# ---- eight_bit_instruction_sequencer ----
`src/rtl/eight_bit_instruction_sequencer.sv`:
```
// Program sequencer: 16x8 program memory, local HALT/JUMP, other opcodes issued via valid/ready.
// Issue latency 2 cycles after start or acceptance; instruction held stable while instr_ready is low.
module eight_bit_instruction_sequencer (
  input  logic       clk,
  input  logic       rst_n,
  input  logic       start,
  input  logic       abort,
  input  logic       prog_we,
  input  logic [3:0] prog_addr,
  input  logic [7:0] prog_data,
  output logic [7:0] instruction,
  output logic       instr_valid,
  input  logic       instr_ready,
  output logic [3:0] pc,
  output logic       busy,
  output logic       halted,
  output logic [7:0] issued_count
);

  typedef enum logic [2:0] {IDLE, FETCH, DECODE, ISSUE, HALTED} state_t;

  localparam logic [3:0] OP_HALT = 4'hF;
  localparam logic [3:0] OP_JUMP = 4'hE;

  state_t     state;
  logic [7:0] mem [16];
  logic [7:0] ir;
  logic       stopped;

  assign stopped = (state == IDLE) || (state == HALTED);

  // Program memory is deliberately left out of reset; writes only land while stopped.
  always_ff @(posedge clk) begin
    if (prog_we && stopped) mem[prog_addr] <= prog_data;
  end

  always_ff @(posedge clk or negedge rst_n) begin
    if (!rst_n) begin
      state        <= IDLE;
      pc           <= 4'd0;
      issued_count <= 8'd0;
      ir           <= 8'h00;
    end else if (abort) begin
      state <= IDLE;
    end else begin
      case (state)
        IDLE, HALTED: begin
          if (start) begin
            pc           <= 4'd0;
            issued_count <= 8'd0;
            state        <= FETCH;
          end
        end
        FETCH: begin
          ir    <= mem[pc];
          state <= DECODE;
        end
        DECODE: begin
          if (ir[7:4] == OP_HALT) begin
            state <= HALTED;
          end else if (ir[7:4] == OP_JUMP) begin
            pc    <= ir[3:0];
            state <= FETCH;
          end else begin
            state <= ISSUE;
          end
        end
        ISSUE: begin
          if (instr_ready) begin
            pc    <= 4'(pc + 4'd1);
            if (issued_count != 8'hFF) issued_count <= 8'(issued_count + 8'd1);
            state <= FETCH;
          end
        end
        default: state <= IDLE;
      endcase
    end
  end

  // Flags decode straight from the state register so reset clears them without a clock.
  assign instruction = ir;
  assign instr_valid = (state == ISSUE);
  assign busy        = (state == FETCH) || (state == DECODE) || (state == ISSUE);
  assign halted      = (state == HALTED);

endmodule

```
`config.mk`:
```
export PLATFORM = sky130hd
export DESIGN_NAME = eight_bit_instruction_sequencer
export DESIGN_NICKNAME = d
export VERILOG_FILES = /design/src/rtl/eight_bit_instruction_sequencer.sv
export SDC_FILE = /design/constraint.sdc
export NUM_CORES = 1
export LEC_CHECK = 0
export CORE_UTILIZATION = 32
export DETAILED_ROUTE_END_ITERATION = 10
export GPL_TIMING_DRIVEN = 0
export PLACE_DENSITY = 0.58
export SLEW_MARGIN = 20
export SYNTH_ARGS = -nofsm -noshare
export SYNTH_HDL_FRONTEND = slang
export SYNTH_SLANG_ARGS = --single-unit
```
`constraint.sdc`:
```
create_clock -name clk -period 3.9 [get_ports clk]
set_clock_uncertainty 0.15 [all_clocks]
set_input_delay 0.39 -clock clk [delete_from_list [all_inputs] [get_ports clk]]
set_output_delay 0.39 -clock clk [all_outputs]
set_load 0.05 [all_outputs]
```
# ---- uart_tx_arbiter ----
## config.mk

```make
export PLATFORM = sky130hd
export DESIGN_NAME = uart_tx_arbiter
export DESIGN_NICKNAME = d
export VERILOG_FILES = /design/src/rtl/uart_pkg.sv /design/src/rtl/uart_tx_arbiter_rr_pick.sv /design/src/rtl/uart_tx_arbiter.sv
export SDC_FILE = /design/constraint.sdc
export NUM_CORES = 1
export LEC_CHECK = 0
export CAP_MARGIN = 20
export CELL_PAD_IN_SITES_DETAIL_PLACEMENT = 0
export CELL_PAD_IN_SITES_GLOBAL_PLACEMENT = 2
export CORE_ASPECT_RATIO = 0.9
export CORE_MARGIN = 2
export CORE_UTILIZATION = 25
export CTS_BUF_LIST = sky130_fd_sc_hd__clkbuf_4
export DETAILED_ROUTE_END_ITERATION = 6
export PLACE_DENSITY_LB_ADDON = 0.3
export SKIP_CTS_REPAIR_TIMING = 1
export SLEW_MARGIN = 0
export SYNTH_ARGS = -nofsm -noshare
export SYNTH_HDL_FRONTEND = slang
export SYNTH_SLANG_ARGS = --single-unit
```

## constraint.sdc

```tcl
create_clock -name clk -period 5 [get_ports clk]
set_clock_uncertainty 0.05 [all_clocks]
set_input_delay 0.5 -clock clk [delete_from_list [all_inputs] [get_ports clk]]
set_output_delay 0.5 -clock clk [all_outputs]
set_load 0.01 [all_outputs]
```

## src/rtl/uart_pkg.sv

```systemverilog
// Shared UART definitions: FSM state encoding and counter widths.
// Used by the TX arbiter and the RX dispatcher.
package uart_pkg;

  typedef enum logic [1:0] {
    S_IDLE  = 2'd0,
    S_FETCH = 2'd1,
    S_SEND  = 2'd2
  } state_t;

  localparam int STALL_CNT_W = 16;

  function automatic logic [STALL_CNT_W-1:0] sat_inc(
    input logic [STALL_CNT_W-1:0] v
  );
    return (&v) ? v : v + 1'b1;
  endfunction

endpackage

```

## src/rtl/uart_tx_arbiter_rr_pick.sv

```systemverilog
// Round-robin find-first: first valid index strictly after ptr,
// wrapping around; hit is low when nothing is valid.
module rr_pick
  import uart_pkg::*;
#(
  parameter int pNUM_REQ = 4,
  parameter int pIDW     = 2
) (
  input  logic [pNUM_REQ-1:0] req_valid,
  input  logic [pIDW-1:0]     ptr,
  output logic [pIDW-1:0]     idx,
  output logic                hit
);

  logic [pIDW:0] cand;

  // scan farthest to nearest so the nearest valid index wins
  always_comb begin
    idx  = '0;
    hit  = 1'b0;
    cand = '0;
    for (int i = pNUM_REQ; i >= 1; i--) begin
      cand = {1'b0, ptr} + (pIDW+1)'(i);
      if (cand >= (pIDW+1)'(pNUM_REQ))
        cand = cand - (pIDW+1)'(pNUM_REQ);
      if (req_valid[cand[pIDW-1:0]]) begin
        idx = cand[pIDW-1:0];
        hit = 1'b1;
      end
    end
  end

endmodule

```

## src/rtl/uart_tx_arbiter.sv

```systemverilog
// Shares one UART transmitter between byte-stream requesters.
// Round-robin grant held per packet; stalled packets are released.
module uart_tx_arbiter
  import uart_pkg::*;
#(
  parameter int pNUM_REQ   = 4,
  parameter int pIDW       = 2,
  parameter int pSTALL_MAX = 1024
) (
  input  logic                   clk,
  input  logic                   reset,
  input  logic                   enable,
  input  logic [pNUM_REQ-1:0]    req_valid,
  input  logic [8*pNUM_REQ-1:0]  req_data,
  input  logic [pNUM_REQ-1:0]    req_last,
  output logic [pNUM_REQ-1:0]    req_ready,
  output logic                   txd_syn,
  output logic [7:0]             txd_data,
  input  logic                   txd_ack,
  output logic [pIDW-1:0]        grant_id,
  output logic                   busy,
  output logic                   stall_err,
  output logic [STALL_CNT_W-1:0] stall_count
);

  localparam int SCW = $clog2(pSTALL_MAX + 1);
  localparam logic [SCW-1:0] STALL_END = SCW'(pSTALL_MAX - 1);

  state_t          state_q;
  state_t          state_d;
  logic [pIDW-1:0] rr_ptr;
  logic [pIDW-1:0] pick_idx;
  logic            pick_hit;
  logic            sel_valid;
  logic            sel_last;
  logic [7:0]      sel_data;
  logic            last_q;
  logic [SCW-1:0]  stall_cnt;
  logic            grant_ld;
  logic            byte_ld;
  logic            ack_done;
  logic            stall_inc;
  logic            stall_fire;

  rr_pick #(
    .pNUM_REQ(pNUM_REQ),
    .pIDW    (pIDW)
  ) u_pick (
    .req_valid(req_valid),
    .ptr      (rr_ptr),
    .idx      (pick_idx),
    .hit      (pick_hit)
  );

  // select the granted requester's byte lane
  always_comb begin
    sel_valid = 1'b0;
    sel_last  = 1'b0;
    sel_data  = '0;
    for (int i = 0; i < pNUM_REQ; i++) begin
      if (grant_id == pIDW'(i)) begin
        sel_valid = req_valid[i];
        sel_last  = req_last[i];
        sel_data  = req_data[8*i +: 8];
      end
    end
  end

  assign req_ready = (state_q == S_FETCH)
                   ? (pNUM_REQ'(1) << grant_id)
                   : '0;
  assign busy = (state_q != S_IDLE);

  // next-state and datapath strobes
  always_comb begin
    state_d    = state_q;
    grant_ld   = 1'b0;
    byte_ld    = 1'b0;
    ack_done   = 1'b0;
    stall_inc  = 1'b0;
    stall_fire = 1'b0;
    unique case (state_q)
      S_IDLE: begin
        if (enable && pick_hit) begin
          grant_ld = 1'b1;
          state_d  = S_FETCH;
        end
      end
      S_FETCH: begin
        if (sel_valid) begin
          byte_ld = 1'b1;
          state_d = S_SEND;
        end else if (stall_cnt == STALL_END) begin
          stall_fire = 1'b1;
          state_d    = S_IDLE;
        end else begin
          stall_inc = 1'b1;
        end
      end
      S_SEND: begin
        if (txd_ack) begin
          ack_done = 1'b1;
          state_d  = last_q ? S_IDLE : S_FETCH;
        end
      end
      default: state_d = S_IDLE;
    endcase
  end

  // state register
  always_ff @(posedge clk) begin
    if (reset) state_q <= S_IDLE;
    else       state_q <= state_d;
  end

  // grant, capture, stall tracking and UART handshake registers
  always_ff @(posedge clk) begin
    if (reset) begin
      grant_id    <= '0;
      rr_ptr      <= pIDW'(pNUM_REQ - 1);
      txd_syn     <= 1'b0;
      txd_data    <= '0;
      last_q      <= 1'b0;
      stall_cnt   <= '0;
      stall_err   <= 1'b0;
      stall_count <= '0;
    end else begin
      stall_err <= stall_fire;
      if (grant_ld) begin
        grant_id  <= pick_idx;
        rr_ptr    <= pick_idx;
        stall_cnt <= '0;
      end
      if (byte_ld) begin
        txd_syn  <= 1'b1;
        txd_data <= sel_data;
        last_q   <= sel_last;
      end
      if (ack_done) begin
        txd_syn   <= 1'b0;
        stall_cnt <= '0;
      end
      if (stall_inc)
        stall_cnt <= stall_cnt + 1'b1;
      if (stall_fire)
        stall_count <= sat_inc(stall_count);
    end
  end

endmodule

```


## Gallery

Clock routing.
picture 1
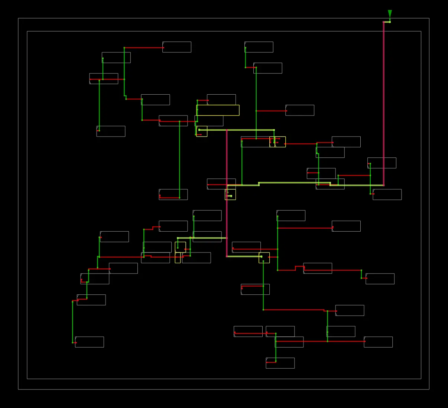
picture 2
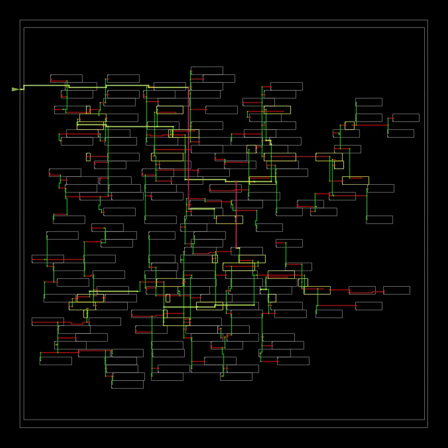
Of these, most sequential cells: picture 2
eight_bit_instruction_sequencer is picture 2.
uart_tx_arbiter is picture 1.

**uart_tx_arbiter: M1 wires**

Scale bar: 20 um. Supply wires on this layer in grey.
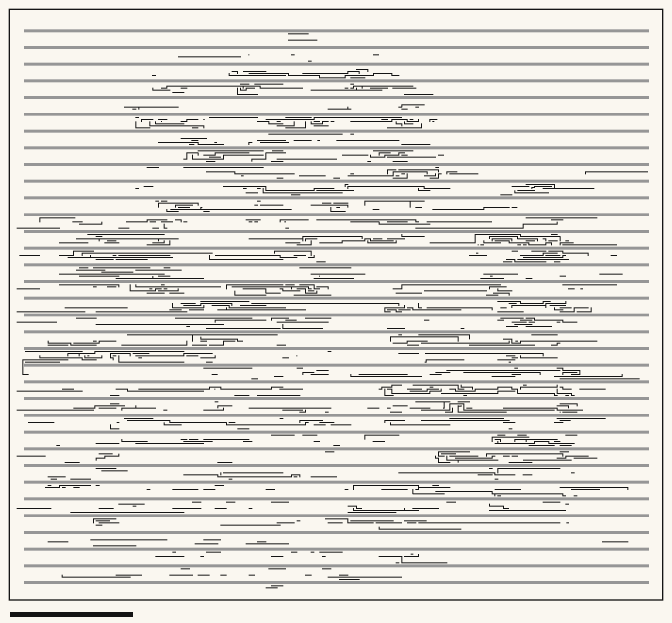
main direction	horizontal
longest straight run	24.4 um

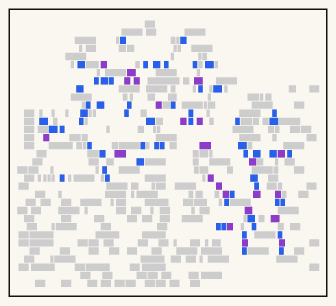
**Above:** uart_tx_arbiter (selected gate families).
family	colour	cells
AND and OR gates	purple	23
inverting AOI/OAI gates	blue	58

==> reports/metrics.cfg, uart_tx_arbiter <==
[status]
status=completed

[floorplanning]
num_rows=33
coreArea_sq_um=9130
die_h_um=95.9

[timing]
setup_viol=0
max_slew.worst_pin.slew_ns=0.950
relSlewSlack_pct=35.9
final_hold_viol_count=0
post-route-min-period_ns=2.74

[layout]
fill_cells=981
logic_area_sq_um=1370
dominant_cells=combinational gates
nNonClkBuffers=78
mostFrequentLayoutCell=clkdlybuf4s50_1
logic_gates=199
sh_seq_area_pct=26.8

[synthesis]
yosysWarnings=0
syn_area_sq_um=2340
yosys_most_used_dff=dfxtp_1

[power_and_ir_drop]
p_leak_nw=1.12
p_seq_share_pct=50.7
switching_share_pct=26.2
power.density_nw_per_um2=227
power.share.clock_pct=29.6

[clock_tree]
clockBufferDepth=2
cts.sinks=44
insertion_delay_ns=0.36

[setup_path]
cp_slowest_cell=dfxtp_1
crit_end=stall_count[12]
cp-startpoint=grant_id[1]
reg2reg_slack_ns=2.26
rr_endpoint=stall_count[12]

[global_routing]
grt.total_usage_pct=13.1

[placed_design]
post-place-cells=450

[route]
drt_pass1_iterations=6
wl_met1_um=3150
vias=2226
dr_wl_met3_um=240

[worst_hold_path]
hp-class=reg -> reg

[uart_tx_arbiter: logic make-up after synthesis]
kind of cell	count (synthesis)	synth area share (%)
AND/OR/NAND/NOR	110	24.8
AND-OR/OR-AND	60	15.7
flip-flops	44	37.6
multiplexers	24	15.8
buffers and inverters	21	3.95
XOR/XNOR	3	1.12
adder cells (fa/ha/maj)	2	1.07
[uart_tx_arbiter: sequential cells by signal, summed over array words and instances, names as in the netlist, 2 cells and up]
| signal | flops |
|---|---|
| txd_data | 8 |
| state_q | 2 |
| stall_cnt | 11 |
| grant_id | 2 |
| rr_ptr | 2 |
| stall_count | 16 |
[uart_tx_arbiter: metrics by stage]
stage | instance area (sq um) | total power [W] | hold WS [ns] | util [%]
2_1_floorplan | 2340 | 0.000462 | 0.367 | -
3_3_place_gp | 3210 | 0.000534 | 0.390 | 35.1
3_5_place_dp | 3210 | 0.000535 | 0.396 | 35.1
4_1_cts | 3280 | 0.000757 | 0.418 | 36.0
5_1_grt | 3280 | 0.000790 | 0.422 | 36.0
6_report | 3280 | 0.000746 | 0.413 | 36.0
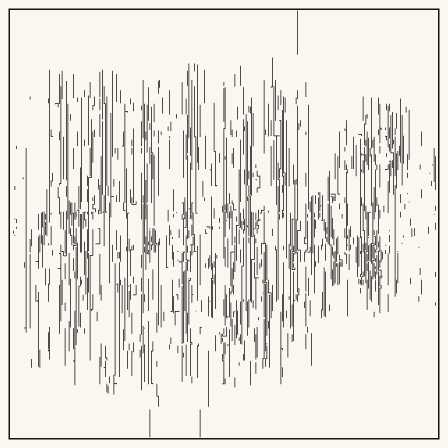
**Above:** eight_bit_instruction_sequencer (M2 wires).
share of all routed wire	48%
wire length on this layer	6500 um
longest straight run	64.9 um
main direction	vertical
nets with wire on the layer	389
WL final: 13500 um
via count: 3518

==> reports/metrics.cfg, eight_bit_instruction_sequencer <==
[timing]
setup_viol=0
fmax_mhz=319

[setup_path]
end_kind=primary output

[synthesis]
synth_cell_type_count=52
ys_sh_xor_pct=0.282
most_common_cell=edfxtp_1
syn_inst=352
syn_avg_cell_area_sq_um=17.7

[power_and_ir_drop]
power.share.clock_pct=38.7
p_leak_nw=2.51
pwr-share-comb_pct=16.2

[route]
drtIter0Drc=310

[layout]
logic_area_sq_um=1710
lay_top_cells=edfxtp_1 (128), clkdlybuf4s50_1 (39), mux4_2 (29)
mostFrequentLayoutCell=edfxtp_1

[status]
status=completed

[clock_tree]
root_buffer=clkbuf_16
insertion_delay_ns=0.41

[placed_design]
dpl_worst_slack_ns=1.04

[eight_bit_instruction_sequencer: power groups by stage]
stage                     logic (W)  registers [W]  clock network (W)
after floorplan            0.000300        0.00204                  0
after global placement     0.000672        0.00192                  0
after detailed placement   0.000684        0.00192                  0
after CTS                  0.000687        0.00189            0.00165
after global routing       0.000722        0.00190            0.00172
final                      0.000681        0.00189            0.00163
[eight_bit_instruction_sequencer: state kept, by name (all words and copies together) (netlist names)]
signal / flops
mem: 128
instruction: 8
issued_count: 8
pc: 4
state: 3
[eight_bit_instruction_sequencer: through the flow]
step	power [W]	util (%)
floorplan	0.00234	-
global placement	0.00260	36.7
detailed placement	0.00261	36.9
CTS	0.00423	40.0
global route	0.00435	40.0
finish	0.00420	40.0
[eight_bit_instruction_sequencer: kinds of logic (layout without fill, tap and decap cells)]
family                     Yosys count  in the layout
buffers and inverters               19             94
xor gates and xnor gates             2              2
adders and majority gates            2              2
DFF                                151            151
AOI/OAI and AO/OA                   39             39
and+or+nand+nor                     88             88
muxes                               51             51
[eight_bit_instruction_sequencer: critical path, cell delays in order (launching register included)]
cell	delay [ns]
dfrtp_1	0.42
buf_4	0.19
nor2_1	0.57
and2_1	0.21
clkdlybuf4s50_1	0.79

# ---- reg_bus_arbiter ----
### src/rtl/reg_bus_arbiter_pkg.sv
// Shared constants for the board write-bus arbiter: FSM encoding,
// source slot assignments and main-space offsets of the diagnostic counters.
package reg_bus_arbiter_pkg;

    typedef enum logic [1:0] {
        IDLE  = 2'd0,
        GRANT = 2'd1,
        BLOCK = 2'd2
    } arb_state_e;

    localparam int SRC_FW  = 0;
    localparam int SRC_BW  = 1;
    localparam int SRC_ETH = 2;

    localparam logic [15:0] REG_DROP_COUNT  = 16'h00A0;
    localparam logic [15:0] REG_ABORT_COUNT = 16'h00A1;

    function automatic logic [7:0] sat_inc(input logic [7:0] v);
        return (v == 8'hFF) ? v : v + 8'd1;
    endfunction

endpackage

### src/rtl/arb_priority_pick.sv
// Combinational one-hot winner: first requester at or after ptr, wrapping.
// With ptr tied to zero this is plain lowest-index-wins priority.
module arb_priority_pick #(
    parameter int N  = 3,
    parameter int IW = (N > 1) ? $clog2(N) : 1
) (
    input  logic [N-1:0]  req,
    input  logic [IW-1:0] ptr,
    output logic [N-1:0]  gnt,
    output logic [IW-1:0] gnt_idx
);

    always_comb begin
        logic found;
        gnt     = '0;
        gnt_idx = '0;
        found   = 1'b0;
        for (int k = 0; k < N; k++) begin
            int idx;
            idx = (int'(ptr) + k) % N;
            if (!found && req[idx]) begin
                found     = 1'b1;
                gnt[idx]  = 1'b1;
                gnt_idx   = IW'(idx);
            end
        end
    end

endmodule

### src/rtl/reg_bus_arbiter.sv
// NUM_SRC-way board write-bus arbiter with atomic block writes and timeout.
// Define ARB_ROUND_ROBIN_EN for rotating priority; default is fixed priority.
module reg_bus_arbiter
    import reg_bus_arbiter_pkg::*;
#(
    parameter int NUM_SRC     = 3,
    parameter int ADDR_W      = 16,
    parameter int DATA_W      = 32,
    parameter int BLK_TIMEOUT = 1023
) (
    input  logic                      sysclk,
    input  logic                      reset,
    input  logic [NUM_SRC-1:0]        src_req,
    input  logic [NUM_SRC-1:0]        src_reg_wen,
    input  logic [NUM_SRC-1:0]        src_blk_wen,
    input  logic [NUM_SRC-1:0]        src_blk_wstart,
    input  logic [NUM_SRC*ADDR_W-1:0] src_waddr,
    input  logic [NUM_SRC*DATA_W-1:0] src_wdata,
    output logic [NUM_SRC-1:0]        src_gnt,
    output logic                      reg_wen,
    output logic                      blk_wen,
    output logic                      blk_wstart,
    output logic [ADDR_W-1:0]         reg_waddr,
    output logic [DATA_W-1:0]         reg_wdata,
    output logic                      bus_busy,
    output logic                      blk_abort,
    output logic [7:0]                drop_count,
    output logic [7:0]                abort_count
);

    localparam int IW = (NUM_SRC > 1) ? $clog2(NUM_SRC) : 1;
    localparam int TW = (BLK_TIMEOUT > 1) ? $clog2(BLK_TIMEOUT + 1) : 1;

    arb_state_e          state_q, state_d;
    logic [NUM_SRC-1:0]  gnt_q, gnt_d;
    logic [IW-1:0]       idx_q, idx_d;
    logic [TW-1:0]       timer_q, timer_d;
    logic [IW-1:0]       ptr_q;
    logic                reg_wen_q, reg_wen_d;
    logic                blk_wen_q, blk_wen_d;
    logic                blk_wstart_q, blk_wstart_d;
    logic [ADDR_W-1:0]   waddr_q, waddr_d;
    logic [DATA_W-1:0]   wdata_q, wdata_d;
    logic                abort_q, abort_d;
    logic [7:0]          drop_q, drop_d;
    logic [7:0]          abc_q, abc_d;

    logic [NUM_SRC-1:0]  pick_gnt;
    logic [IW-1:0]       pick_idx;
    logic [NUM_SRC-1:0]  strobe, own_mask;
    logic                own_req, own_rwen, own_bwen, own_wstart;
    logic [ADDR_W-1:0]   own_addr;
    logic [DATA_W-1:0]   own_data;
    logic                timeout, accept, fwd, drop, start_grant;

    arb_priority_pick #(.N(NUM_SRC), .IW(IW)) u_pick (
        .req     (src_req),
        .ptr     (ptr_q),
        .gnt     (pick_gnt),
        .gnt_idx (pick_idx)
    );

    assign own_req    = src_req[idx_q];
    assign own_rwen   = src_reg_wen[idx_q];
    assign own_bwen   = src_blk_wen[idx_q];
    assign own_wstart = src_blk_wstart[idx_q];
    assign own_addr   = src_waddr[int'(idx_q)*ADDR_W +: ADDR_W];
    assign own_data   = src_wdata[int'(idx_q)*DATA_W +: DATA_W];

    // The timeout cycle belongs to nobody: its strobes count as drops.
    assign strobe   = src_reg_wen | src_blk_wen | src_blk_wstart;
    assign timeout  = (state_q == BLOCK) && (timer_q == TW'(BLK_TIMEOUT - 1));
    assign accept   = (state_q != IDLE) && !timeout;
    assign own_mask = accept ? gnt_q : '0;
    assign fwd      = |(strobe & own_mask);
    assign drop     = |(strobe & ~own_mask);

    // A grant that was just released must stay low one cycle first.
    assign start_grant = (state_q == IDLE) && (gnt_q == '0) && (|src_req);

    always_comb begin
        state_d      = state_q;
        gnt_d        = gnt_q;
        idx_d        = idx_q;
        timer_d      = timer_q;
        reg_wen_d    = accept & own_rwen;
        blk_wen_d    = accept & own_bwen;
        blk_wstart_d = accept & own_wstart;
        waddr_d      = fwd ? own_addr : waddr_q;
        wdata_d      = fwd ? own_data : wdata_q;
        abort_d      = 1'b0;
        drop_d       = drop ? sat_inc(drop_q) : drop_q;
        abc_d        = abc_q;
        unique case (state_q)
            IDLE: begin
                gnt_d = '0;
                if (start_grant) begin
                    state_d = GRANT;
                    gnt_d   = pick_gnt;
                    idx_d   = pick_idx;
                end
            end
            GRANT: begin
                if (own_wstart) begin
                    state_d = BLOCK;
                    timer_d = '0;
                end else if (!own_req) begin
                    state_d = IDLE;
                    if (!fwd) gnt_d = '0;
                end
            end
            BLOCK: begin
                if (timeout) begin
                    state_d = IDLE;
                    gnt_d   = '0;
                    abort_d = 1'b1;
                    abc_d   = sat_inc(abc_q);
                end else if (own_bwen) begin
                    state_d = IDLE;
                end else begin
                    timer_d = timer_q + 1'b1;
                end
            end
            default: begin
                state_d = IDLE;
                gnt_d   = '0;
            end
        endcase
    end

    always_ff @(posedge sysclk) begin
        if (reset) begin
            state_q      <= IDLE;
            gnt_q        <= '0;
            idx_q        <= '0;
            timer_q      <= '0;
            reg_wen_q    <= 1'b0;
            blk_wen_q    <= 1'b0;
            blk_wstart_q <= 1'b0;
            waddr_q      <= '0;
            wdata_q      <= '0;
            abort_q      <= 1'b0;
            drop_q       <= '0;
            abc_q        <= '0;
        end else begin
            state_q      <= state_d;
            gnt_q        <= gnt_d;
            idx_q        <= idx_d;
            timer_q      <= timer_d;
            reg_wen_q    <= reg_wen_d;
            blk_wen_q    <= blk_wen_d;
            blk_wstart_q <= blk_wstart_d;
            waddr_q      <= waddr_d;
            wdata_q      <= wdata_d;
            abort_q      <= abort_d;
            drop_q       <= drop_d;
            abc_q        <= abc_d;
        end
    end

`ifdef ARB_ROUND_ROBIN_EN
    logic [IW-1:0] ptr_d;

    always_comb begin
        ptr_d = ptr_q;
        if (start_grant)
            ptr_d = (pick_idx == IW'(NUM_SRC - 1)) ? '0 : pick_idx + 1'b1;
    end

    always_ff @(posedge sysclk) begin
        if (reset) ptr_q <= '0;
        else       ptr_q <= ptr_d;
    end
`else
    assign ptr_q = '0;
`endif

    assign src_gnt     = gnt_q;
    assign reg_wen     = reg_wen_q;
    assign blk_wen     = blk_wen_q;
    assign blk_wstart  = blk_wstart_q;
    assign reg_waddr   = waddr_q;
    assign reg_wdata   = wdata_q;
    assign bus_busy    = (state_q != IDLE);
    assign blk_abort   = abort_q;
    assign drop_count  = drop_q;
    assign abort_count = abc_q;

endmodule

### config.mk
export PLATFORM = sky130hd
export DESIGN_NAME = reg_bus_arbiter
export DESIGN_NICKNAME = d
export VERILOG_FILES = /design/src/rtl/reg_bus_arbiter_pkg.sv /design/src/rtl/arb_priority_pick.sv /design/src/rtl/reg_bus_arbiter.sv
export SDC_FILE = /design/constraint.sdc
export NUM_CORES = 1
export LEC_CHECK = 0
export CORE_UTILIZATION = 30
export DETAILED_ROUTE_END_ITERATION = 10
export GPL_TIMING_DRIVEN = 0
export PLACE_DENSITY = 0.75
export SLEW_MARGIN = 20
export SYNTH_ARGS = -nofsm -noshare
export SYNTH_HDL_FRONTEND = slang
export SYNTH_SLANG_ARGS = --single-unit
### constraint.sdc
create_clock -name sysclk -period 3.8 [get_ports sysclk]
set_input_delay 0.57 -clock sysclk [delete_from_list [all_inputs] [get_ports sysclk]]
set_output_delay 0.57 -clock sysclk [all_outputs]
set_load 0.02 [all_outputs]
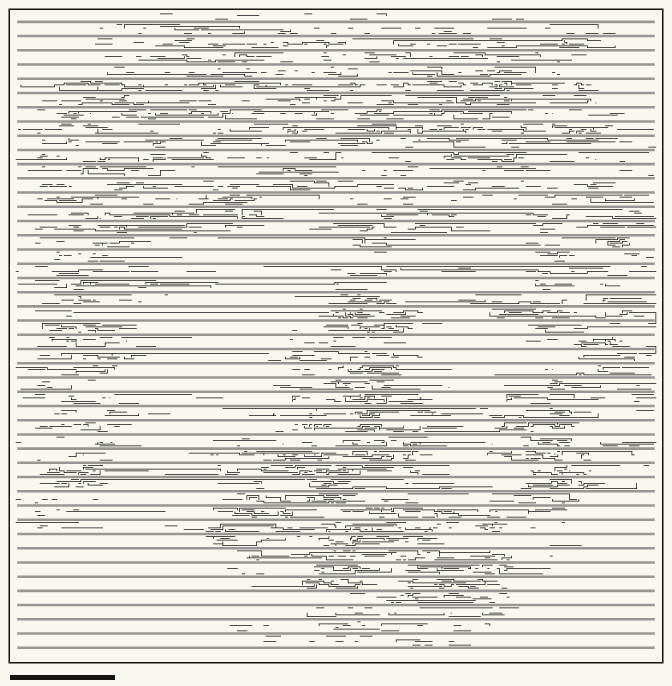
**Above:** reg_bus_arbiter (M1 wires).
Scale bar: 20 um. Supply wires on this layer in grey.
nets with wire on the layer	834
wire length on this layer	6660 um
main direction	horizontal
longest straight run	48.8 um
GR Util met1: 23.5%
WL final: 15000 um
via count: 4940

==> reports/metrics.cfg <==
[synthesis]
ys_top_logic_family=AND-OR/OR-AND gates
yosysWarnings=0
yosys_most_used_dff=dfxtp_1

[timing]
rsz0062_at_grt=false
relSlewSlack_pct=49.3

[layout]
syn_to_final_growth_pct=63.2

[worst_hold_path]
holdPathEnd=reg_wdata[10]

[status]
status=completed

[power_and_ir_drop]
switching_share_pct=29.0
pg_comb_w=0.000803

[global_routing]
grt_pass1_vias=4581

[job]
maxCapViolations=0
warnings=27

[route]
ant_nets=0

[setup_path]
critPathKind=in -> reg

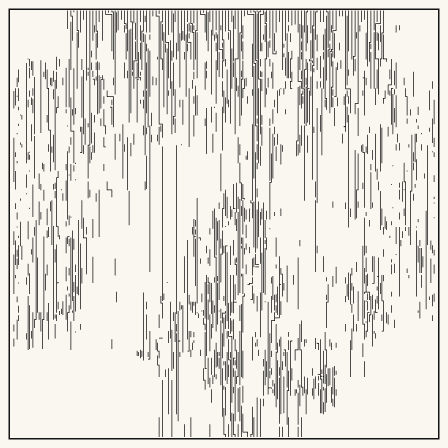
**Above:** reg_bus_arbiter (M2 wires).
longest straight run	49.0 um
share of all routed wire	48%
wire length on this layer	7240 um
nets with wire on the layer	782
main direction	vertical
met2 Track Usage GR: 32.9%

-- per-stage QoR --
step / hold WS [ns] / worst slack [ns] / power, W / cell area, sq um
after floorplan: 0.462 / 1.79 / 0.00143 / 4510
after global placement: 0.482 / 0.513 / 0.00183 / 7030
after detailed placement: 0.487 / 0.471 / 0.00183 / 7030
after CTS: 0.499 / 0.846 / 0.00285 / 7370
after global routing: 0.521 / 0.667 / 0.00296 / 7370
final: 0.497 / 0.880 / 0.00282 / 7370
-- per-layer routing --
metal	vias up	wire [um]
li1	2500	-
met1	2264	6660
met2	165	7240
met3	11	917
met4	0	165
met5	-	0
-- state kept, by name, summed over array words and instances, names as in the netlist, 2 cells and up --
| name | count |
|---|---|
| src_gnt | 3 |
| timer_q | 10 |
| reg_wdata | 32 |
| reg_waddr | 16 |
| drop_count | 8 |
| state_q | 2 |
| abort_count | 8 |
| idx_q | 2 |
-- area by class of cell --
class | count | area (sq um)
plain buffers | 42 | 173
clock buffers | 10 | 229
clock inverters | 6 | 111
fillers | 1399 | 7220
inverters | 10 | 37.5
multi-input cells | 417 | 2600
flip-flops and latches | 85 | 1700
well taps | 184 | 230
repair buffers | 228 | 2280


==> gallery <==
Signal wires on met3.
panel A
Scale bar: 50 um. Cells faint in the background.
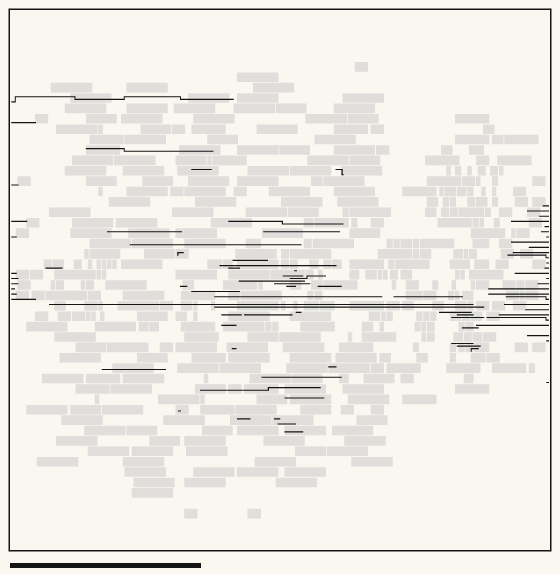
panel B
Scale bar: 20 um. Cells faint in the background.
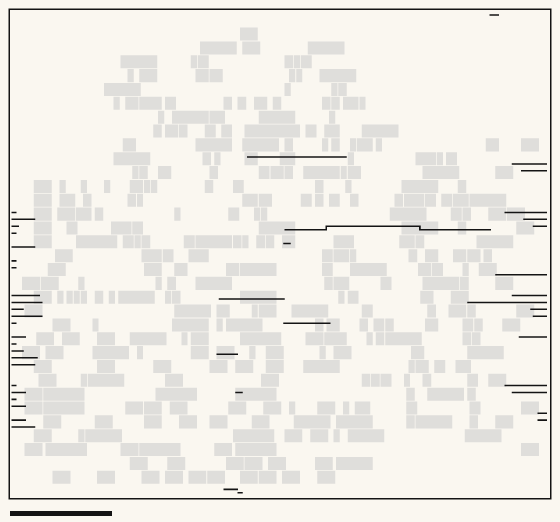
panel C
Scale bar: 20 um. Cells faint in the background.
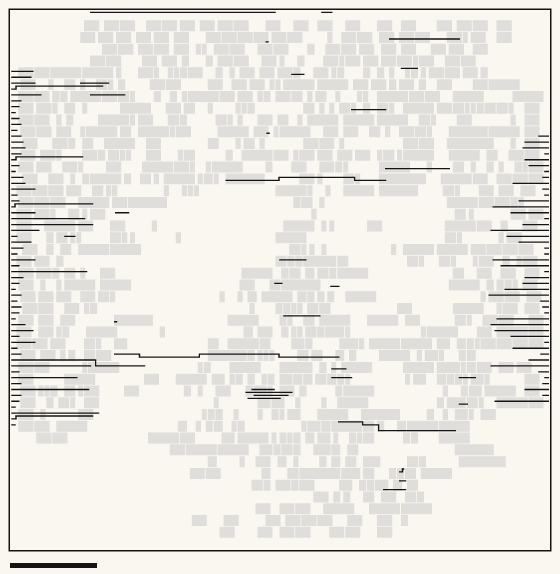
| from | picture |
|---|---|
| reg_bus_arbiter | panel C |
| eight_bit_instruction_sequencer | panel A |
| uart_tx_arbiter | panel B |
Of these, largest die: panel A
Of these, smallest die: panel B

No activity file was given, so power comes from the tool's default toggle rates.
